######## design 1 ########
### A small window of the routed layout, design 1

Window x 92 to 132, y 317 to 357 um. Cells in gray, sequential cells in the stronger gray; small squares are vias.
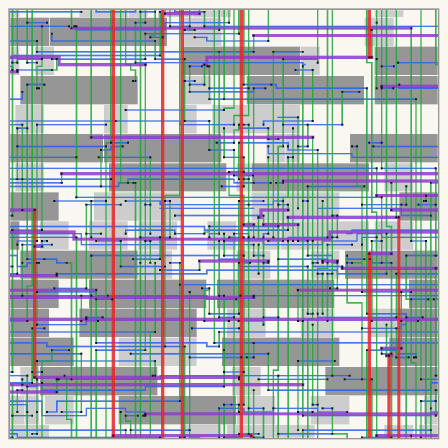

===== config.mk =====
export PLATFORM = sky130hd
export DESIGN_NAME = sindrv_resp_flat
export DESIGN_NICKNAME = d
export VERILOG_FILES = /design/src/rtl/mdrv_pkg.sv /design/src/rtl/mdriver_int.sv /design/src/rtl/sindrv_resp_ram.sv /design/src/rtl/sindrv_resp.sv /design/src/flat_wrapper.sv
export SDC_FILE = /design/constraint.sdc
export NUM_CORES = 2
export LEC_CHECK = 0
export CORE_UTILIZATION = 50
export CTS_BUF_LIST = sky130_fd_sc_hd__clkbuf_4
export DETAILED_ROUTE_END_ITERATION = 10
export PLACE_DENSITY_LB_ADDON = 0.2
export SETUP_SLACK_MARGIN = 0.15
export SLEW_MARGIN = 0
export SYNTH_ARGS = -nofsm -noshare
export SYNTH_HDL_FRONTEND = slang
export SYNTH_SLANG_ARGS = --single-unit
export TNS_END_PERCENT = 10

===== constraint.sdc =====
create_clock -name clk -period 4.1 [get_ports clk]
set_input_delay 0.41 -clock clk [delete_from_list [all_inputs] [get_ports clk]]
set_output_delay 0.41 -clock clk [all_outputs]
set_load 0.01 [all_outputs]

===== src/rtl/mdrv_pkg.sv =====
// Shared types and constants for the mdriver_int single-word transfer protocol.
package mdrv_pkg;

    typedef enum logic [1:0] {
        IDLE = 2'd0,
        WAIT = 2'd1,
        ACK  = 2'd2
    } resp_state_t;

    localparam int MDRV_ADDR_W  = 9;
    localparam int MDRV_DATA_W  = 32;
    localparam int MDRV_WIN_BIT = 8;
    localparam int MDRV_IDX_W   = 6;

endpackage


===== src/rtl/mdriver_int.sv =====
// mdriver_int bus: driver issues exec/we/address/data, responder returns fin/err/data.
interface mdriver_int
    import mdrv_pkg::*;
(
    input logic clk,
    input logic nreset
);
    logic                   exec;
    logic                   we;
    logic [MDRV_ADDR_W-1:0] si_address;
    logic [MDRV_DATA_W-1:0] si_data;
    logic [MDRV_DATA_W-1:0] so_data;
    logic                   fin;
    logic                   err;

    modport slave (
        input  clk, nreset, exec, we, si_address, si_data,
        output so_data, fin, err
    );
endinterface


===== src/rtl/sindrv_resp_ram.sv =====
// 64x32 word store: one synchronous write port, two registered read ports.
// Latency: reads 1 cycle; a same-cycle write is seen by readers the cycle after.
// Backpressure: none, every port is serviced every cycle.
module sindrv_resp_ram
    import mdrv_pkg::*;
#(
    parameter int DEPTH = 64,
    parameter int AW    = $clog2(DEPTH)
) (
    input  logic                   clk,
    input  logic                   nreset,
    input  logic                   wr_en,
    input  logic [AW-1:0]          wr_addr,
    input  logic [MDRV_DATA_W-1:0] wr_data,
    input  logic                   rd_en,
    input  logic [AW-1:0]          rd_addr,
    output logic [MDRV_DATA_W-1:0] rd_data,
    input  logic [AW-1:0]          dbg_addr,
    output logic [MDRV_DATA_W-1:0] dbg_data
);
    logic [MDRV_DATA_W-1:0] mem [DEPTH];

    // Contents are deliberately left unreset.
    always_ff @(posedge clk) begin
        if (wr_en) begin
            mem[wr_addr] <= wr_data;
        end
    end

    always_ff @(posedge clk) begin
        if (!nreset) begin
            rd_data  <= '0;
            dbg_data <= '0;
        end else begin
            if (rd_en) begin
                rd_data <= mem[rd_addr];
            end
            dbg_data <= mem[dbg_addr];
        end
    end
endmodule


===== src/rtl/sindrv_resp.sv =====
// Responder for mdriver_int: serves the 0x100-0x1FF word window from local memory.
// Latency: fin WAIT_CYC+1 cycles after exec is sampled in IDLE.
// Backpressure: one request in flight; exec outside IDLE is ignored.
module sindrv_resp
    import mdrv_pkg::*;
#(
    parameter int WAIT_CYC = 2,
    parameter int DEPTH    = 64
) (
    mdriver_int.slave              bus,
    input  logic [MDRV_IDX_W-1:0]  dbg_addr,
    output logic [MDRV_DATA_W-1:0] dbg_data,
    output logic [15:0]            wr_count,
    output logic [7:0]             err_count
);
    localparam logic [3:0] WAIT_LOAD = (WAIT_CYC > 0) ? 4'(WAIT_CYC - 1) : 4'd0;

    resp_state_t            state, state_nxt;
    logic [3:0]             wait_cnt;
    logic                   req_we;
    logic                   req_win;
    logic [MDRV_IDX_W-1:0]  req_idx;
    logic [MDRV_DATA_W-1:0] req_data;
    logic                   err_q;

    logic                   cur_win;
    logic [MDRV_IDX_W-1:0]  cur_idx;
    logic                   ram_wr_en;
    logic                   ram_rd_en;
    logic [MDRV_DATA_W-1:0] ram_rd_data;
    logic                   unused_addr_bits;

    assign unused_addr_bits = &{1'b0, bus.si_address[1:0]};

    always_comb begin
        state_nxt = state;
        case (state)
            IDLE: if (bus.exec) state_nxt = (WAIT_CYC > 0) ? WAIT : ACK;
            WAIT: if (wait_cnt == 4'd0) state_nxt = ACK;
            ACK:  state_nxt = IDLE;
            default: state_nxt = IDLE;
        endcase
    end

    // With WAIT_CYC=0 the read address must come straight from the bus.
    always_comb begin
        cur_win = req_win;
        cur_idx = req_idx;
        if (state == IDLE) begin
            cur_win = bus.si_address[MDRV_WIN_BIT];
            cur_idx = bus.si_address[7:2];
        end
    end

    // Gating on nreset keeps a reset sampled in ACK from committing the write.
    assign ram_wr_en = (state == ACK) && bus.nreset && req_we && req_win;
    assign ram_rd_en = (state_nxt == ACK);

    always_ff @(posedge bus.clk) begin
        if (!bus.nreset) begin
            state     <= IDLE;
            wait_cnt  <= 4'd0;
            req_we    <= 1'b0;
            req_win   <= 1'b0;
            req_idx   <= '0;
            req_data  <= '0;
            err_q     <= 1'b0;
            wr_count  <= 16'd0;
            err_count <= 8'd0;
        end else begin
            state <= state_nxt;
            if (state == IDLE && bus.exec) begin
                req_we   <= bus.we;
                req_win  <= bus.si_address[MDRV_WIN_BIT];
                req_idx  <= bus.si_address[7:2];
                req_data <= bus.si_data;
                wait_cnt <= WAIT_LOAD;
            end else if (state == WAIT && wait_cnt != 4'd0) begin
                wait_cnt <= wait_cnt - 4'd1;
            end
            if (state_nxt == ACK) begin
                err_q <= !cur_win;
            end
            if (ram_wr_en) begin
                wr_count <= wr_count + 16'd1;
            end
            if (state == ACK && err_q && err_count != 8'hFF) begin
                err_count <= err_count + 8'd1;
            end
        end
    end

    sindrv_resp_ram #(.DEPTH(DEPTH)) u_ram (
        .clk      (bus.clk),
        .nreset   (bus.nreset),
        .wr_en    (ram_wr_en),
        .wr_addr  (req_idx),
        .wr_data  (req_data),
        .rd_en    (ram_rd_en),
        .rd_addr  (cur_idx),
        .rd_data  (ram_rd_data),
        .dbg_addr (dbg_addr),
        .dbg_data (dbg_data)
    );

    assign bus.fin     = (state == ACK);
    assign bus.err     = err_q;
    assign bus.so_data = err_q ? '0 : ram_rd_data;
endmodule


===== src/flat_wrapper.sv =====
// flat-port wrapper written by rule: the top's interface ports become plain ports
module sindrv_resp_flat import mdrv_pkg::*;
#(
    parameter int WAIT_CYC = 2,
    parameter int DEPTH    = 64
)
  (dbg_addr, dbg_data, wr_count, err_count, clk, nreset, bus_exec, bus_we, bus_si_address, bus_si_data, bus_so_data, bus_fin, bus_err);
  mdriver_int bus_i (.clk(clk), .nreset(nreset));
  input  logic [MDRV_IDX_W-1:0] dbg_addr;
  output logic [MDRV_DATA_W-1:0] dbg_data;
  output logic [15:0] wr_count;
  output logic [7:0] err_count;
  input wire logic clk;
  input wire logic nreset;
  input wire logic [$bits(bus_i.exec)-1:0] bus_exec;
  input wire logic [$bits(bus_i.we)-1:0] bus_we;
  input wire logic [$bits(bus_i.si_address)-1:0] bus_si_address;
  input wire logic [$bits(bus_i.si_data)-1:0] bus_si_data;
  output wire logic [$bits(bus_i.so_data)-1:0] bus_so_data;
  output wire logic [$bits(bus_i.fin)-1:0] bus_fin;
  output wire logic [$bits(bus_i.err)-1:0] bus_err;
  assign bus_i.exec = bus_exec;
  assign bus_i.we = bus_we;
  assign bus_i.si_address = bus_si_address;
  assign bus_i.si_data = bus_si_data;
  assign bus_so_data = bus_i.so_data;
  assign bus_fin = bus_i.fin;
  assign bus_err = bus_i.err;
  sindrv_resp #(.WAIT_CYC(WAIT_CYC), .DEPTH(DEPTH)) u_core (.bus(bus_i), .dbg_addr(dbg_addr), .dbg_data(dbg_data), .wr_count(wr_count), .err_count(err_count));
endmodule

######## design 2 ########
`src/rtl/prod_serializer_if.sv`:
```
// Product-to-serial link bundle: parallel product handshake in, serial bit stream out.
// master drives words and Out_en; slave is the serializer.
interface prod_serializer_if #(
    parameter int unsigned W = 100
) ();
    logic [W-1:0] R_in;
    logic         In_valid;
    logic         In_ready;
    logic         Out_en;
    logic         Sout;
    logic         Sout_valid;
    logic         Frame;
    logic         Last;
    logic         Busy;

    modport master (
        output R_in, In_valid, Out_en,
        input  In_ready, Sout, Sout_valid, Frame, Last, Busy
    );

    modport slave (
        input  R_in, In_valid, Out_en,
        output In_ready, Sout, Sout_valid, Frame, Last, Busy
    );
endinterface

```
`src/rtl/prod_serializer.sv`:
```
// Serializes 2*Nsize-bit multiplier products one bit per transfer, with one holding buffer
// in front of the shifter so consecutive words stream without idle bits.
module prod_serializer #(
    parameter int unsigned Nsize    = 50,
    parameter bit          MsbFirst = 1'b0
) (
    input  logic             Clk,
    input  logic             Clr_n,
    prod_serializer_if.slave ser_io
);
    localparam int unsigned W    = 2 * Nsize;
    localparam int unsigned CntW = $clog2(W);

    typedef enum logic [0:0] {StIdle, StShift} state_e;

    state_e          state_q, state_d;
    logic [W-1:0]    hold_q, hold_d;
    logic [W-1:0]    shift_q, shift_d;
    logic            hold_full_q, hold_full_d;
    logic [CntW-1:0] cnt_q, cnt_d;

    logic xfer;
    logic last_xfer;
    logic accept;
    logic load;

    always_comb begin
        state_d     = state_q;
        hold_d      = hold_q;
        shift_d     = shift_q;
        hold_full_d = hold_full_q;
        cnt_d       = cnt_q;

        xfer      = (state_q == StShift) && ser_io.Out_en;
        last_xfer = xfer && (cnt_q == CntW'(W - 1));
        accept    = ser_io.In_valid && !hold_full_q;
        load      = hold_full_q && ((state_q == StIdle) || last_xfer);

        if (xfer) begin
            shift_d = MsbFirst ? {shift_q[W-2:0], 1'b0} : {1'b0, shift_q[W-1:1]};
            cnt_d   = cnt_q + CntW'(1);
        end
        if (last_xfer) begin
            state_d = StIdle;
        end
        if (accept) begin
            hold_d      = ser_io.R_in;
            hold_full_d = 1'b1;
        end
        // Load overrides the end-of-word return to idle, giving gapless back-to-back words.
        if (load) begin
            shift_d     = hold_q;
            cnt_d       = '0;
            state_d     = StShift;
            hold_full_d = 1'b0;
        end
    end

    always_ff @(posedge Clk) begin
        if (!Clr_n) begin
            state_q     <= StIdle;
            hold_q      <= '0;
            shift_q     <= '0;
            hold_full_q <= 1'b0;
            cnt_q       <= '0;
        end else begin
            state_q     <= state_d;
            hold_q      <= hold_d;
            shift_q     <= shift_d;
            hold_full_q <= hold_full_d;
            cnt_q       <= cnt_d;
        end
    end

    assign ser_io.In_ready   = !hold_full_q;
    assign ser_io.Sout       = MsbFirst ? shift_q[W-1] : shift_q[0];
    assign ser_io.Sout_valid = (state_q == StShift);
    assign ser_io.Frame      = (state_q == StShift) && (cnt_q == '0);
    assign ser_io.Last       = (state_q == StShift) && (cnt_q == CntW'(W - 1));
    assign ser_io.Busy       = (state_q == StShift) || hold_full_q;
endmodule

```
`src/flat_wrapper.sv`:
```
// flat-port wrapper written by rule: the top's interface ports become plain ports
module prod_serializer_flat 
#(
    parameter int unsigned Nsize    = 50,
    parameter bit          MsbFirst = 1'b0
)
  (Clk, Clr_n, ser_io_R_in, ser_io_In_valid, ser_io_Out_en, ser_io_In_ready, ser_io_Sout, ser_io_Sout_valid, ser_io_Frame, ser_io_Last, ser_io_Busy);
  prod_serializer_if #(.W((2 * (4)))) ser_io_i ();
  input  logic Clk;
  input  logic Clr_n;
  input wire logic [$bits(ser_io_i.R_in)-1:0] ser_io_R_in;
  input wire logic [$bits(ser_io_i.In_valid)-1:0] ser_io_In_valid;
  input wire logic [$bits(ser_io_i.Out_en)-1:0] ser_io_Out_en;
  output wire logic [$bits(ser_io_i.In_ready)-1:0] ser_io_In_ready;
  output wire logic [$bits(ser_io_i.Sout)-1:0] ser_io_Sout;
  output wire logic [$bits(ser_io_i.Sout_valid)-1:0] ser_io_Sout_valid;
  output wire logic [$bits(ser_io_i.Frame)-1:0] ser_io_Frame;
  output wire logic [$bits(ser_io_i.Last)-1:0] ser_io_Last;
  output wire logic [$bits(ser_io_i.Busy)-1:0] ser_io_Busy;
  assign ser_io_i.R_in = ser_io_R_in;
  assign ser_io_i.In_valid = ser_io_In_valid;
  assign ser_io_i.Out_en = ser_io_Out_en;
  assign ser_io_In_ready = ser_io_i.In_ready;
  assign ser_io_Sout = ser_io_i.Sout;
  assign ser_io_Sout_valid = ser_io_i.Sout_valid;
  assign ser_io_Frame = ser_io_i.Frame;
  assign ser_io_Last = ser_io_i.Last;
  assign ser_io_Busy = ser_io_i.Busy;
  prod_serializer #(.Nsize(Nsize), .MsbFirst(MsbFirst)) u_core (.Clk(Clk), .Clr_n(Clr_n), .ser_io(ser_io_i));
endmodule
```
`config.mk`:
```
export PLATFORM = sky130hd
export DESIGN_NAME = prod_serializer_flat
export DESIGN_NICKNAME = d
export VERILOG_FILES = /design/src/rtl/prod_serializer_if.sv /design/src/rtl/prod_serializer.sv /design/src/flat_wrapper.sv
export SDC_FILE = /design/constraint.sdc
export NUM_CORES = 1
export LEC_CHECK = 0
export ABC_CLOCK_PERIOD_IN_PS = 1500
export CAP_MARGIN = 30
export CORE_MARGIN = 2
export CORE_UTILIZATION = 43
export DETAILED_ROUTE_END_ITERATION = 8
export MAX_ROUTING_LAYER = met4
export PLACE_DENSITY = 0.68
export SYNTH_ARGS = -nofsm -noshare
export SYNTH_HDL_FRONTEND = slang
export SYNTH_SLANG_ARGS = --single-unit
export TNS_END_PERCENT = 5
```
`constraint.sdc`:
```
create_clock -name Clk -period 1.5 [get_ports Clk]
set_input_delay 0.45 -clock Clk [delete_from_list [all_inputs] [get_ports Clk]]
set_output_delay 0.45 -clock Clk [all_outputs]
set_load 0.02 [all_outputs]
```
######## design 3 ########
`config.mk`:
```
export PLATFORM = sky130hd
export DESIGN_NAME = fetch_basic_flat
export DESIGN_NICKNAME = d
export VERILOG_FILES = /design/src/rtl/fetch_basic_if.sv /design/src/rtl/fetch_basic.sv /design/src/flat_wrapper.sv
export SDC_FILE = /design/constraint.sdc
export NUM_CORES = 1
export LEC_CHECK = 0
export ABC_CLOCK_PERIOD_IN_PS = 3540
export CELL_PAD_IN_SITES_DETAIL_PLACEMENT = 1
export CELL_PAD_IN_SITES_GLOBAL_PLACEMENT = 1
export CORE_UTILIZATION = 35
export DETAILED_ROUTE_END_ITERATION = 10
export GPL_TIMING_DRIVEN = 0
export PLACE_DENSITY_LB_ADDON = 0.1
export SETUP_SLACK_MARGIN = 0.1
export SLEW_MARGIN = 20
export SYNTH_ARGS = -nofsm -noshare
export SYNTH_HDL_FRONTEND = slang
export SYNTH_SLANG_ARGS = --single-unit
```
`constraint.sdc`:
```
create_clock -name clk -period 3.54 [get_ports clk]
set_input_delay 0.531 -clock clk [delete_from_list [all_inputs] [get_ports clk]]
set_output_delay 0.531 -clock clk [all_outputs]
set_load 0.01 [all_outputs]
```
`src/rtl/fetch_basic_if.sv`:
```
// Fetch-stage bundle: instruction-memory request/response channels, the
// F->D channel towards decode, and the squash/redirect input.
interface fetch_basic_if #(
    parameter int unsigned p_addr_bits = 32,
    parameter int unsigned p_inst_bits = 32
);
    logic                   mem_req_val;
    logic                   mem_req_rdy;
    logic [p_addr_bits-1:0] mem_req_addr;

    logic                   mem_resp_val;
    logic                   mem_resp_rdy;
    logic [p_inst_bits-1:0] mem_resp_data;

    logic                   D_val;
    logic                   D_rdy;
    logic [p_inst_bits-1:0] D_inst;
    logic [p_addr_bits-1:0] D_pc;

    logic                   squash_val;
    logic [p_addr_bits-1:0] squash_target;

    // Fetch stage side.
    modport master (
        output mem_req_val, mem_req_addr, mem_resp_rdy, D_val, D_inst, D_pc,
        input  mem_req_rdy, mem_resp_val, mem_resp_data, D_rdy, squash_val, squash_target
    );

    // Environment side: memory, decode and the redirecting stage.
    modport slave (
        input  mem_req_val, mem_req_addr, mem_resp_rdy, D_val, D_inst, D_pc,
        output mem_req_rdy, mem_resp_val, mem_resp_data, D_rdy, squash_val, squash_target
    );
endinterface

```
`src/rtl/fetch_basic.sv`:
```
// In-order single-issue fetch stage. Owns the PC, keeps up to p_max_in_flight
// memory reads outstanding, pairs each response with its PC from a small FIFO
// and passes it straight through to decode. A squash redirects the PC and
// marks every outstanding request for silent discard.
module fetch_basic #(
    parameter int unsigned            p_addr_bits     = 32,
    parameter int unsigned            p_inst_bits     = 32,
    parameter logic [p_addr_bits-1:0] p_reset_addr    = 'h200,
    parameter int unsigned            p_max_in_flight = 2
) (
    input logic           clk,
    input logic           rst,
    fetch_basic_if.master bus_io
);

    localparam int unsigned CntW = $clog2(p_max_in_flight) + 1;
    localparam int unsigned PtrW = (p_max_in_flight > 1) ? $clog2(p_max_in_flight) : 1;

    typedef logic [CntW-1:0]        cnt_t;
    typedef logic [PtrW-1:0]        ptr_t;
    typedef logic [p_addr_bits-1:0] addr_t;

    localparam cnt_t MaxInFlight = cnt_t'(p_max_in_flight);
    localparam ptr_t LastPtr     = ptr_t'(p_max_in_flight - 1);

    addr_t pc_q, pc_d;
    cnt_t  in_flight_q, in_flight_d;
    cnt_t  drop_cnt_q, drop_cnt_d;
    ptr_t  wr_ptr_q, wr_ptr_d;
    ptr_t  rd_ptr_q, rd_ptr_d;
    addr_t pc_fifo_q [p_max_in_flight];

    logic req_val;
    logic resp_rdy;
    logic live;
    logic req_xfer;
    logic resp_xfer;

    function automatic ptr_t ptr_next(input ptr_t p);
        if (p == LastPtr) begin
            return '0;
        end
        return p + ptr_t'(1);
    endfunction

    // Handshake decode. The request side depends only on local state and the
    // squash input, never on the response or decode channels.
    always_comb begin
        live      = (drop_cnt_q == '0) & ~bus_io.squash_val;
        req_val   = rst & (in_flight_q < MaxInFlight) & ~bus_io.squash_val;
        // Stale responses are always swallowed so the memory never blocks on them.
        resp_rdy  = rst & (live ? bus_io.D_rdy : 1'b1);
        req_xfer  = req_val & bus_io.mem_req_rdy;
        resp_xfer = bus_io.mem_resp_val & resp_rdy;
    end

    assign bus_io.mem_req_val  = req_val;
    assign bus_io.mem_req_addr = pc_q;
    assign bus_io.mem_resp_rdy = resp_rdy;
    assign bus_io.D_val        = rst & bus_io.mem_resp_val & live;
    assign bus_io.D_inst       = bus_io.mem_resp_data;
    assign bus_io.D_pc         = pc_fifo_q[rd_ptr_q];

    // Next-state for PC, occupancy, discard counter and FIFO pointers.
    always_comb begin
        pc_d        = pc_q;
        in_flight_d = in_flight_q + cnt_t'(req_xfer) - cnt_t'(resp_xfer);
        drop_cnt_d  = drop_cnt_q;
        wr_ptr_d    = wr_ptr_q;
        rd_ptr_d    = rd_ptr_q;

        if (req_xfer) begin
            pc_d     = pc_q + addr_t'(4);
            wr_ptr_d = ptr_next(wr_ptr_q);
        end
        if (resp_xfer) begin
            rd_ptr_d = ptr_next(rd_ptr_q);
        end

        if (bus_io.squash_val) begin
            // Everything still outstanding after this cycle belongs to the old path.
            pc_d       = bus_io.squash_target;
            drop_cnt_d = in_flight_q - cnt_t'(resp_xfer);
        end else if (resp_xfer && (drop_cnt_q != '0)) begin
            drop_cnt_d = drop_cnt_q - cnt_t'(1);
        end
    end

    // Control state register.
    always_ff @(posedge clk or negedge rst) begin
        if (!rst) begin
            pc_q        <= p_reset_addr;
            in_flight_q <= '0;
            drop_cnt_q  <= '0;
            wr_ptr_q    <= '0;
            rd_ptr_q    <= '0;
        end else begin
            pc_q        <= pc_d;
            in_flight_q <= in_flight_d;
            drop_cnt_q  <= drop_cnt_d;
            wr_ptr_q    <= wr_ptr_d;
            rd_ptr_q    <= rd_ptr_d;
        end
    end

    // PC FIFO storage; contents are only meaningful below the occupancy count.
    always_ff @(posedge clk) begin
        if (req_xfer) begin
            pc_fifo_q[wr_ptr_q] <= pc_q;
        end
    end

    // A response with nothing outstanding means the memory invented a transaction.
    resp_has_owner: assert property (@(posedge clk) disable iff (!rst)
        bus_io.mem_resp_val |-> (in_flight_q != '0));

    in_flight_bounded: assert property (@(posedge clk) disable iff (!rst)
        (in_flight_q <= MaxInFlight) && (drop_cnt_q <= in_flight_q));

endmodule

```
`src/flat_wrapper.sv`:
```
// flat-port wrapper written by rule: the top's interface ports become plain ports
module fetch_basic_flat 
#(
    parameter int unsigned            p_addr_bits     = 32,
    parameter int unsigned            p_inst_bits     = 32,
    parameter logic [p_addr_bits-1:0] p_reset_addr    = 'h200,
    parameter int unsigned            p_max_in_flight = 2
)
  (clk, rst, bus_io_mem_req_val, bus_io_mem_req_addr, bus_io_mem_resp_rdy, bus_io_D_val, bus_io_D_inst, bus_io_D_pc, bus_io_mem_req_rdy, bus_io_mem_resp_val, bus_io_mem_resp_data, bus_io_D_rdy, bus_io_squash_val, bus_io_squash_target);
  fetch_basic_if #(.p_addr_bits(p_addr_bits), .p_inst_bits(p_inst_bits)) bus_io_i ();
  input logic clk;
  input logic rst;
  output wire logic [$bits(bus_io_i.mem_req_val)-1:0] bus_io_mem_req_val;
  output wire logic [$bits(bus_io_i.mem_req_addr)-1:0] bus_io_mem_req_addr;
  output wire logic [$bits(bus_io_i.mem_resp_rdy)-1:0] bus_io_mem_resp_rdy;
  output wire logic [$bits(bus_io_i.D_val)-1:0] bus_io_D_val;
  output wire logic [$bits(bus_io_i.D_inst)-1:0] bus_io_D_inst;
  output wire logic [$bits(bus_io_i.D_pc)-1:0] bus_io_D_pc;
  input wire logic [$bits(bus_io_i.mem_req_rdy)-1:0] bus_io_mem_req_rdy;
  input wire logic [$bits(bus_io_i.mem_resp_val)-1:0] bus_io_mem_resp_val;
  input wire logic [$bits(bus_io_i.mem_resp_data)-1:0] bus_io_mem_resp_data;
  input wire logic [$bits(bus_io_i.D_rdy)-1:0] bus_io_D_rdy;
  input wire logic [$bits(bus_io_i.squash_val)-1:0] bus_io_squash_val;
  input wire logic [$bits(bus_io_i.squash_target)-1:0] bus_io_squash_target;
  assign bus_io_mem_req_val = bus_io_i.mem_req_val;
  assign bus_io_mem_req_addr = bus_io_i.mem_req_addr;
  assign bus_io_mem_resp_rdy = bus_io_i.mem_resp_rdy;
  assign bus_io_D_val = bus_io_i.D_val;
  assign bus_io_D_inst = bus_io_i.D_inst;
  assign bus_io_D_pc = bus_io_i.D_pc;
  assign bus_io_i.mem_req_rdy = bus_io_mem_req_rdy;
  assign bus_io_i.mem_resp_val = bus_io_mem_resp_val;
  assign bus_io_i.mem_resp_data = bus_io_mem_resp_data;
  assign bus_io_i.D_rdy = bus_io_D_rdy;
  assign bus_io_i.squash_val = bus_io_squash_val;
  assign bus_io_i.squash_target = bus_io_squash_target;
  fetch_basic #(.p_addr_bits(p_addr_bits), .p_inst_bits(p_inst_bits), .p_reset_addr(p_reset_addr), .p_max_in_flight(p_max_in_flight)) u_core (.clk(clk), .rst(rst), .bus_io(bus_io_i));
endmodule
```
######## design 4 ########
<file path="config.mk">
export PLATFORM = sky130hd
export DESIGN_NAME = siic_master
export DESIGN_NICKNAME = d
export VERILOG_FILES = /design/src/rtl/siic_master.sv
export SDC_FILE = /design/constraint.sdc
export NUM_CORES = 1
export LEC_CHECK = 0
export CAP_MARGIN = 20
export CORE_AREA = 2 2 95 97
export CTS_CLUSTER_SIZE = 16
export DETAILED_ROUTE_END_ITERATION = 8
export DIE_AREA = 0 0 97 99
export PLACE_DENSITY_LB_ADDON = 0.2
export SLEW_MARGIN = 0
export SYNTH_ARGS = -nofsm -noshare
export SYNTH_HDL_FRONTEND = slang
export SYNTH_SLANG_ARGS = --single-unit
</file>
<file path="constraint.sdc">
create_clock -name MCK -period 6.46 [get_ports MCK]
set_clock_uncertainty 0.05 [all_clocks]
set_input_delay 1.615 -clock MCK [delete_from_list [all_inputs] [get_ports MCK]]
set_output_delay 1.615 -clock MCK [all_outputs]
set_load 0.01 [all_outputs]
</file>
<file path="src/rtl/siic_master.sv">
// Register-driven single-byte I2C master for the sensor configuration port.
// Write/read with 8- or 16-bit register address, clock stretching and NACK abort.
module siic_master #(
    parameter int CLK_DIV = 125
) (
    input  logic        MCK,
    input  logic        RST,
    input  logic        START,
    input  logic [6:0]  SLAVE,
    input  logic        RW,
    input  logic        ADDR16,
    input  logic [15:0] REG_ADDR,
    input  logic [7:0]  WDAT,
    output logic        BUSY,
    output logic        DONE,
    output logic        NACK,
    output logic [7:0]  RDAT,
    output logic        dSIIC_SCL,
    output logic        dSIIC_SDA,
    input  logic        iSIIC_SCL,
    input  logic        iSIIC_SDA
);
    localparam int CW = (CLK_DIV > 1) ? $clog2(CLK_DIV) : 1;

    typedef enum logic [2:0] {IDLE, STA, BYTE, ACK, RSTA, STO} state_t;

    state_t        state, state_n;
    logic [1:0]    qtr, qtr_n;
    logic [CW-1:0] cnt;
    logic [2:0]    bitn, bitn_n;
    logic [2:0]    bidx, bidx_n;
    logic [7:0]    tx, tx_n;
    logic [7:0]    rx;
    logic          smp;
    logic [6:0]    slave_q;
    logic          rw_q, a16_q;
    logic [15:0]   addr_q;
    logic [7:0]    wdat_q;
    logic          adv, tick, accept, done_n, set_nack, ld_rdat, scl_n, sda_n;

    // A released SCL held low by the slave freezes the quarter timer.
    assign adv  = !(!dSIIC_SCL && !iSIIC_SCL);
    assign tick = adv && (cnt == CW'(CLK_DIV - 1));

    // Byte index: 0 slave+W, 1 addr hi, 2 addr lo, 3 wdat or slave+R, 4 read data.
    always_comb begin
        state_n  = state;
        qtr_n    = qtr;
        bitn_n   = bitn;
        bidx_n   = bidx;
        tx_n     = tx;
        accept   = 1'b0;
        done_n   = 1'b0;
        set_nack = 1'b0;
        ld_rdat  = 1'b0;
        if (state == IDLE) begin
            if (START && !DONE) begin
                accept  = 1'b1;
                state_n = STA;
                qtr_n   = 2'd0;
            end
        end else if (tick) begin
            qtr_n = qtr + 2'd1;
            if (qtr == 2'd3) begin
                case (state)
                    STA, RSTA: begin
                        state_n = BYTE;
                        bitn_n  = 3'd0;
                        tx_n    = {slave_q, state == RSTA};
                        bidx_n  = (state == RSTA) ? 3'd3 : 3'd0;
                    end
                    BYTE: begin
                        if (bitn == 3'd7) begin
                            state_n = ACK;
                            ld_rdat = (bidx == 3'd4);
                        end else begin
                            bitn_n = bitn + 3'd1;
                            tx_n   = {tx[6:0], 1'b1};
                        end
                    end
                    ACK: begin
                        bitn_n = 3'd0;
                        if (bidx != 3'd4 && smp) begin
                            set_nack = 1'b1;
                            state_n  = STO;
                        end else begin
                            case (bidx)
                                3'd0: begin
                                    state_n = BYTE;
                                    bidx_n  = a16_q ? 3'd1 : 3'd2;
                                    tx_n    = a16_q ? addr_q[15:8] : addr_q[7:0];
                                end
                                3'd1: begin
                                    state_n = BYTE;
                                    bidx_n  = 3'd2;
                                    tx_n    = addr_q[7:0];
                                end
                                3'd2: begin
                                    if (rw_q) begin
                                        state_n = RSTA;
                                    end else begin
                                        state_n = BYTE;
                                        bidx_n  = 3'd3;
                                        tx_n    = wdat_q;
                                    end
                                end
                                3'd3: begin
                                    if (rw_q) begin
                                        state_n = BYTE;
                                        bidx_n  = 3'd4;
                                        tx_n    = 8'hFF;
                                    end else begin
                                        state_n = STO;
                                    end
                                end
                                default: state_n = STO;
                            endcase
                        end
                    end
                    STO: begin
                        state_n = IDLE;
                        done_n  = 1'b1;
                    end
                    default: state_n = IDLE;
                endcase
            end
        end
    end

    // Pad enables are derived from the next state so the registered pads line up with it.
    always_comb begin
        scl_n = 1'b0;
        sda_n = 1'b0;
        case (state_n)
            STA, RSTA: begin
                scl_n = (qtr_n == 2'd3);
                sda_n = qtr_n[1];
            end
            BYTE: begin
                scl_n = !qtr_n[1];
                sda_n = !tx_n[7];
            end
            ACK:  scl_n = !qtr_n[1];
            STO: begin
                scl_n = (qtr_n == 2'd0);
                sda_n = !qtr_n[1];
            end
            default: ;
        endcase
    end

    always_ff @(posedge MCK) begin
        if (RST) begin
            state     <= IDLE;
            qtr       <= '0;
            cnt       <= '0;
            bitn      <= '0;
            bidx      <= '0;
            tx        <= '1;
            rx        <= '0;
            smp       <= 1'b0;
            slave_q   <= '0;
            rw_q      <= 1'b0;
            a16_q     <= 1'b0;
            addr_q    <= '0;
            wdat_q    <= '0;
            BUSY      <= 1'b0;
            DONE      <= 1'b0;
            NACK      <= 1'b0;
            RDAT      <= '0;
            dSIIC_SCL <= 1'b0;
            dSIIC_SDA <= 1'b0;
        end else begin
            state     <= state_n;
            qtr       <= qtr_n;
            bitn      <= bitn_n;
            bidx      <= bidx_n;
            tx        <= tx_n;
            DONE      <= done_n;
            dSIIC_SCL <= scl_n;
            dSIIC_SDA <= sda_n;
            if (state == IDLE)
                cnt <= '0;
            else if (adv)
                cnt <= tick ? '0 : cnt + 1'b1;
            if (tick && qtr == 2'd2) begin
                if (state == ACK)  smp <= iSIIC_SDA;
                if (state == BYTE) rx  <= {rx[6:0], iSIIC_SDA};
            end
            if (accept) begin
                slave_q <= SLAVE;
                rw_q    <= RW;
                a16_q   <= ADDR16;
                addr_q  <= REG_ADDR;
                wdat_q  <= WDAT;
                BUSY    <= 1'b1;
                NACK    <= 1'b0;
            end
            if (done_n)   BUSY <= 1'b0;
            if (set_nack) NACK <= 1'b1;
            if (ld_rdat)  RDAT <= rx;
        end
    end
endmodule
</file>
### Wire density map, design 2

The die is cut into 11 by 11 equal tiles; dark blue is low, red is high, scaled to the fullest tile. Values are wire area over tile area, all layers added.
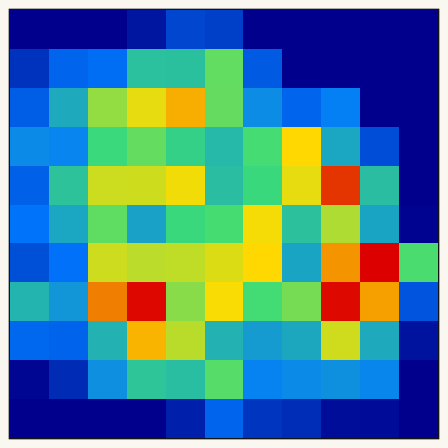
The emptiest ninth of the die: upper right. The mean over all tiles is 0.12. 20% of the tiles are nearly empty. The fullest tile reaches 0.34.

==> Changelog: implementation, design 2 <==
### Physical design

* Status: complete, but fails checks
* Failing checks: negative setup slack
* Pre-Place Util at 45.3%
* Core area at 2480 um^2
* Switching power at 337 uW
* Sequential cell power at 729 uW
* Worst-path clk slew at 130 ps
* Most common cell in the netlist: dfxtp_1
* Post-synth area hogs: dfxtp_1 45%, mux2i_1 13%, o311a_1 6.3%, nor2b_1 5.0%, xor2_1 3.9%
* CTS tree: built
* Worst setup path end: ser_io_Frame
* Dominant cell type by area after synthesis: dfxtp_1
* Worst min-delay path startpoint: u_core.hold_q[4]
* Fa+ha+maj area frac at 2.23%
* Multi-input gates at 79
* Max Cap Violations at 0
* Postcts setup bufs at 1
* Final count of negative-setup-slack endpoints at 18
* Die H at 55.1 um
* Detailed-route wire length at 2330 um
* Setup WS post-layout at -310 ps
* Total design power at 1300 uW
* Crit Reg-Reg Endpoint: u_core.cnt_q[6]
* Simple Share, Synth at 16.7%
* Critical Path RT at 1050 ps
* Final net count at 166
* Yosys warns at 0
* DP Wirelength at 1660 um
* Kind of critical path: flip-flop to output port
## design 2: layer usage
layer	routed length [um]	vias to the layer above	GRT usage (%)
li1	-	483	-
met1	1060	437	21.9
met2	1170	17	32.7
met3	77	2	3.23
met4	15	0	4.88
met5	0	-	-
## design 2: sequential cells by signal, summed over array words and instances (netlist names)
register and count:
u_core.ser_io.Sout_valid 1, u_core.hold_full_q 1, u_core.hold_q 8, u_core.cnt_q 7
u_core.shift_q 8
## design 2: critical path, cell delays in order (launching register included)
cell and delay, ps:
dfxtp_1 330, or3_4 410, nor4_4 130, buf_4 180
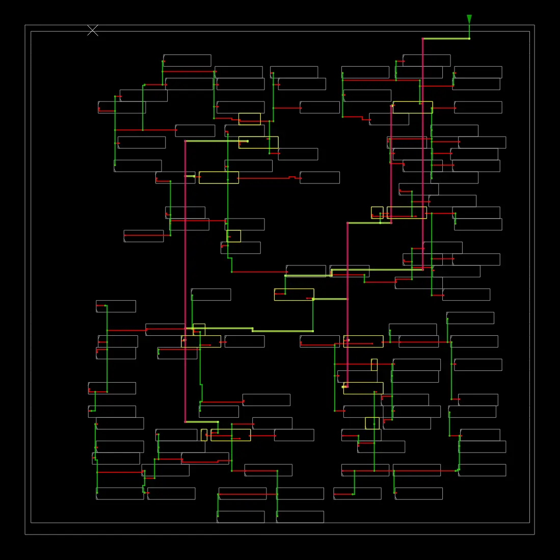
*Clock nets, design 3*
CLK BUF: 11
number of CTS-inserted buffers: 9
Max Clock Skew: 10.5 ps
Clock Latency Late Sink: 350 ps
Clock Sinks: 102

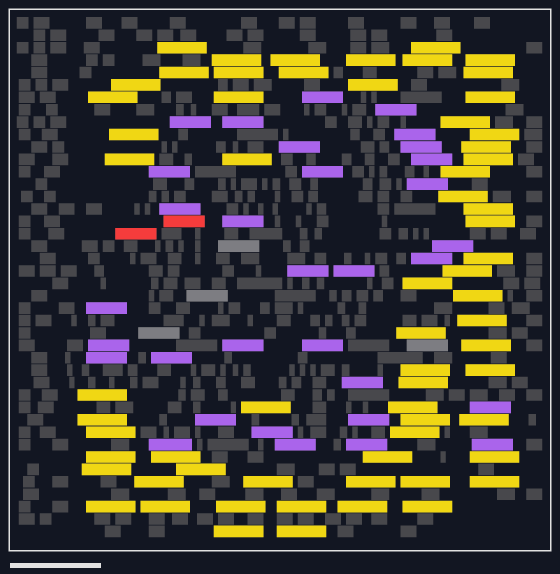
*Sequential cells grouped by signal name, design 3*
Bar = 20 um. Other sequential cells in the stronger gray, the rest of the logic in the fainter gray.
Key: purple = u_core.bus_io.mem_req_addr [placed flops 32]; red = u_core.drop_cnt_q [placed flops 2]; yellow = u_core.pc_fifo_q [placed flops 64, where all over the die]

==> Changelog: implementation, design 3 <==
### Physical design

* Status: complete, but fails checks
* Failing checks: design-rule violations
* Main power group: registers
* Most instantiated logic cell after routing: clkdlybuf4s50_1
* Startpoint Class: input pin
* Antenna cells at 0
* Iteration-0 DRC Markers at 205
* Final net count at 601
* Logic gate share of total power at 29.3%
* Post-synth EDFFs at 64
* Unique cell types at 41
* Fmax at 311 MHz
* Residual DRC at 1
* Dominant flop cell: edfxtp_1
* Flop share of the area at 43.0%
* Final design utilization at 50.5%
* Area-dominant class: registers
* Detailed-route wire length at 12300 um
* Top reg by flops: u_core.pc_fifo_q
* PortBufs at 136
* Critical Path End Type: output port
* CTS Root Cell: clkbuf_16
* Hold-fix buffer count after cts at 0
* Flip-flops at 102
* Reg2Reg Setup Slack at 1090 ps
* Crit Reg-Reg Endpoint: u_core.bus_io.mem_req_addr[24]
* Worst setup path end: bus_io_mem_req_val
design 3: cell families (layout without fill, tap and decap cells):
group | count (synthesis) | count (layout) | synth area share, %
and+or+nand+nor | 115 | 115 | 13.0
DFF | 102 | 102 | 60.6
muxes | 36 | 36 | 8.49
buffers and inverters | 56 | 211 | 7.12
adders and majority gates | 3 | 3 | 0.791
AOI/OAI and AO/OA | 47 | 47 | 6.51
xor gates and xnor gates | 19 | 19 | 3.51
design 3: critical path, cell delays in order:
cell             delay (ps)
clkdlybuf4s50_1         700
clkbuf_1                500
buf_2                   360
nor3b_1                 100
clkdlybuf4s50_1         500
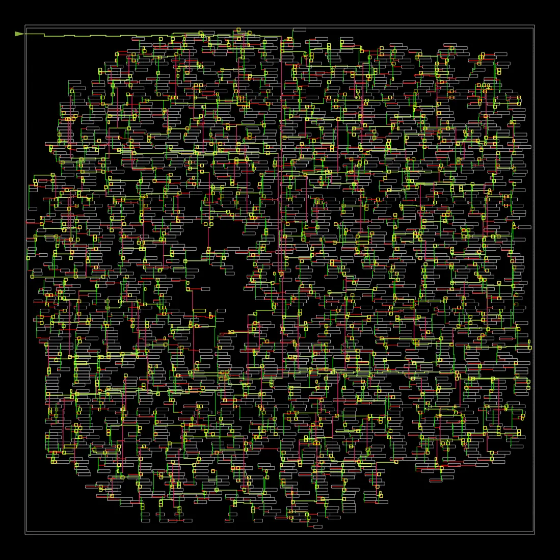
*Clock nets, design 1*
CLK BUF: 861
Clock Sinks: 2183
Max Clock Skew: 118 ps
number of CTS-inserted buffers: 591
Clock Latency Late Sink: 1410 ps

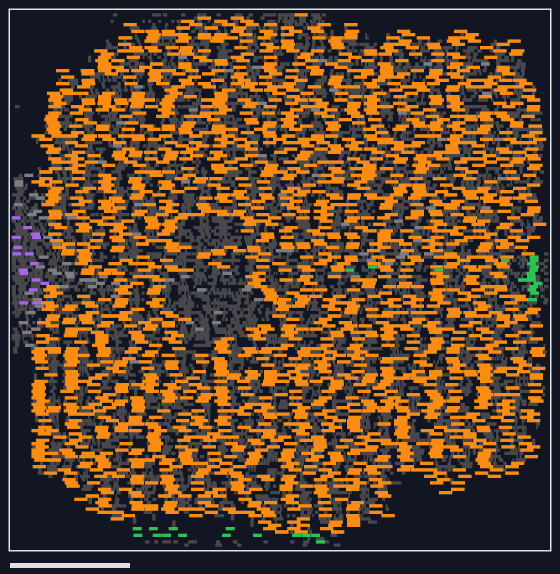
*Sequential cells grouped by signal name, design 1*
Bar = 100 um. Other sequential cells in the stronger gray, the rest of the logic in the fainter gray.
Key: orange = u_core.u_ram.mem [placed flops 2048, where all over the die]; green = u_core.u_ram.dbg_data [placed flops 32]; purple = u_core.wr_count [placed flops 16, where middle left]

About 'A small window of the routed layout' of design 1:
Key: purple = met3; blue = met1; red = met4; green = met2
Sequential cells in the window: 22. Netlist names of flops here include u_core.u_ram.mem (21), u_core.u_ram.rd_data (1). Most frequent: edfxtp_1 (21), mux2i_1 (7), clkbuf_4 (7). 59 logic cells have their middle in the window.

==> Changelog: implementation, design 1 <==
### Physical design

* Status: completed
* Critical Path RT at 5130 ps
* Vias per cell at 6.78
* Worst-path clk slew at 60 ps
* Avg Synthesized Cell Area at 15.5 um^2
* Layout cell share with drive strength beyond 1 at 27.2%
* Dominant cell type by area after synthesis: edfxtp_1
* Worst setup path end: u_core.u_ram.mem[18][23]
* Area Overhead vs Synth at 15.2%
* Clock buf/inv share at 6.34%
* Post-route ant nets at 0
* Final setup TNS at 0 ps
* Fill count at 15600
* Logic gate share of total power at 11.5%
* CTS Buffer Depth at 4
* Ys async rst share at 0%
* Crit Reg-Reg Endpoint: u_core.u_ram.mem[18][23]
* Worst min-delay path startpoint: dbg_addr[3]
* Comb area at 33900 um^2
* Core area at 198000 um^2
* Antenna cells at 19
* Max Cap Violations at 0
* Max FFs per register at 2048
* Slew headroom at 7.92%
* Kind of critical path: flip-flop to flip-flop
* Hold-fix buffer count after cts at 51
* Fmax at 264 MHz
* Fa+ha+maj area frac at 0.0376%
* Routed WL per cell at 34.6 um
* RSZ-0062 raised after global routing: false
* Area-dominant class: registers
* Die H at 449 um
* CTS tree: built
* Flops after synth at 2183
* Crit path max fanout at 13
* LEAKAGE at 0.0394 uW
* Pre-CTS setup slack at 310 ps
* Synth Seq Share at 64.3%
* Pre-Place Util at 50.5%
* # Cells Yosys at 6430
* Syn Inst Count at 6430
* Post-route cell area at 115000 um^2
design 1: critical path, cell delays in order, from the launching register on:
cell,delay (ps)
dfxtp_1,630
nor2b_1,430
and4_1,470
nor2b_1,300
nand2_1,300
buf_4,290
nor2_4,650
buf_12,310
design 1: power groups by stage:
stage               combinational [uW]  sequential [uW]  clock (uW)
finish                            5760            24900       19300
global route                      5940            24900       20700
CTS                               5630            24900       19600
detailed placement                5560            25400           0
global placement                  5530            25400           0
floorplan                         3270            25300           0
design 1: metal layers:
metal	GRT usage, %	part of all wire, %
met1	43.6	35
met2	51.8	45
met3	9.73	12
met4	22.5	7.1
met5	0	0.018
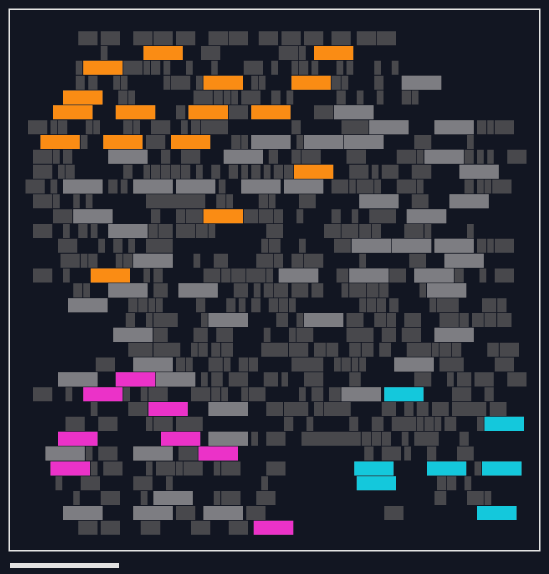
*Sequential cells grouped by signal name, design 4*
Bar = 20 um. Other sequential cells in the stronger gray, the rest of the logic in the fainter gray.
Key: magenta = rx [placed flops 8]; cyan = cnt [placed flops 7, where lower right]; orange = addr_q [placed flops 16]

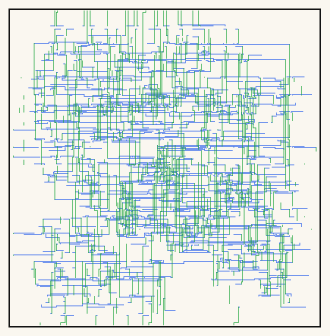
*Signal wires by layer, design 4*
Only two layers are drawn.
Key: green = met2 [wire length 3740 um]; blue = met1 [wire length 4170 um]

==> Changelog: implementation, design 4 <==
### Physical design

* Postcts setup bufs at 0
* Ys async rst share at 0%
* Minimum clock period at 3720 ps
* Critical Path RT at 6620 ps
* Status: completed
* Switch share at 23.5%
* Fill count at 825
* CTS Root Cell: clkbuf_8
* Final net count at 532
* Clock group total power at 396 uW
* Pre-CTS setup slack at 2370 ps
* Worst-path clk slew at 90 ps
* XOR Share, Synth at 1.64%
* Post-DP Area at 4270 um^2
* Slowest library cell on the worst path: nor3_2
* Area of the mapped netlist at 3730 um^2
* Iteration-0 DRC Markers at 186
* # Cells Yosys at 452
* Total design power at 1000 uW
* CTS tree: built
* Synth Seq Share at 43.5%
* CTS Buffer Depth at 2
* Largest net degree at the start of global routing at 78
* Inverter count at 9
* Hold depth at 2
* Crit Reg-Reg Endpoint: RDAT[4]
* Dominant cell type by area after synthesis: dfxtp_1
* Power Density at 223 nW/um^2
* Total GRT Usage at 17.7%
* P_comb at 82.9 uW
* Kind of critical path: input pin to flip-flop
* Comb area share at 43.8%
* Worst vdd ir at 96.4 uV
* Post-synth area hogs: dfxtp_1 43%, nand2_1 8.1%, a21oi_1 7.9%, mux2i_1 7.8%, nor2_1 4.7%
* GPL Wtd Cong at 0.808
* PortBufs at 50
* Multi-input gates at 333
* Ports at 51
* Dominant flop cell: dfxtp_1
* Routed WL per cell at 14.0 um
* Yosys synthesis chip area at 3730 um^2
[design 4: stage by stage]
stage / util, % / hold WS [ps]
floorplan: - / 382
global placement: 50.0 / 393
detailed placement: 50.0 / 397
CTS: 52.4 / 409
global route: 52.4 / 433
finish: 52.4 / 408
[design 4: layer usage]
| layer | routed length [um] | share of wire, % | global-route usage (%) |
|---|---|---|---|
| met3 | 318 | 3.8 | 3.33 |
| met5 | 0 | 0 | 0 |
| met1 | 4170 | 50 | 25.2 |
| met2 | 3740 | 45 | 26.8 |
| met4 | 160 | 1.9 | 6.93 |

==> layout pictures side by side <==
Nets reached from selected ports.
picture 1
Bar = 20 um.
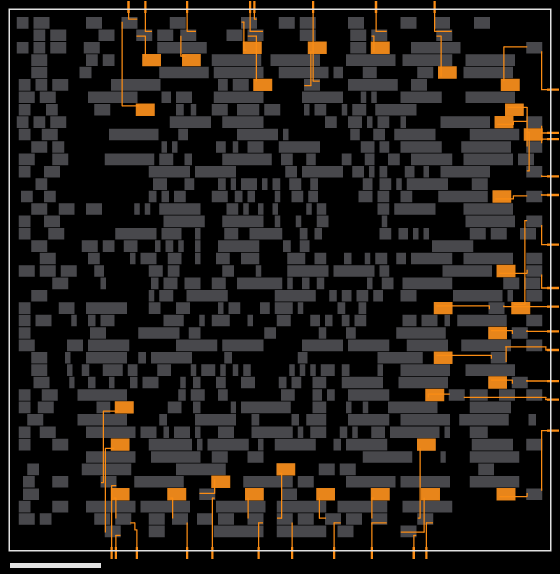
picture 2
Bar = 20 um.
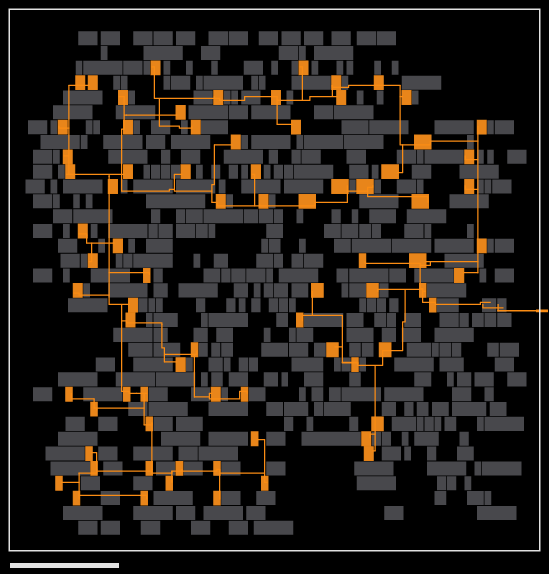
picture 3
Bar = 100 um.
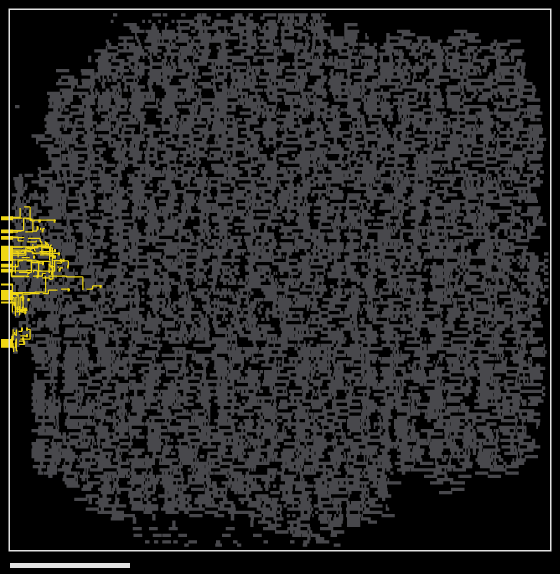
picture 4
Bar = 20 um.
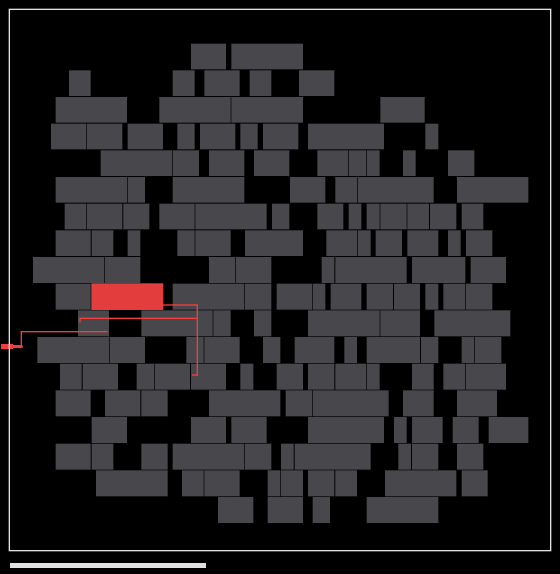
Picture 4 comes from design 2.
Picture 1 comes from design 3.
Picture 3 comes from design 1.
Picture 2 comes from design 4.
- fewest cells: picture 4
- smallest die: picture 4

Key to picture 3:
Key: yellow = bus_si_data [bits 32, direction input, edge left, end cells 32, wire 1190 um]



==> screenshots <==
Signal wires by layer.
Only two layers are drawn.
Plate I
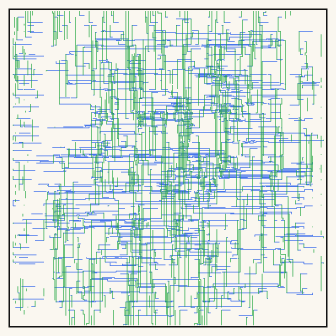
Plate II
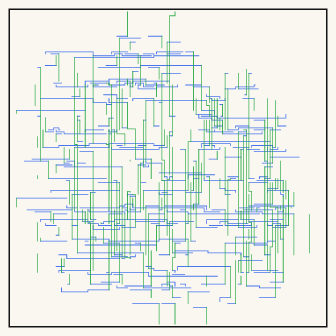
Plate III
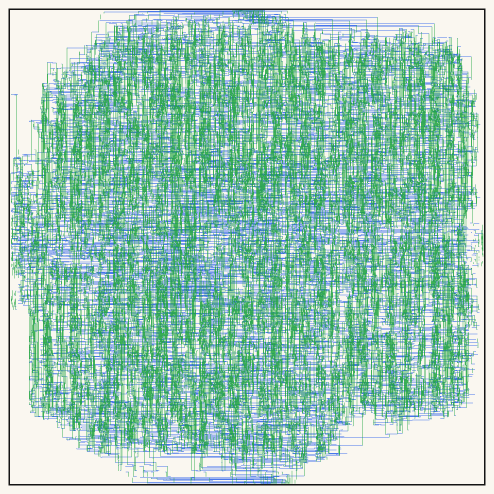
The one with the most wire is Plate III.
- design 2 = Plate II
- design 3 = Plate I
- design 1 = Plate III

Power and IR drop assume default switching activity.
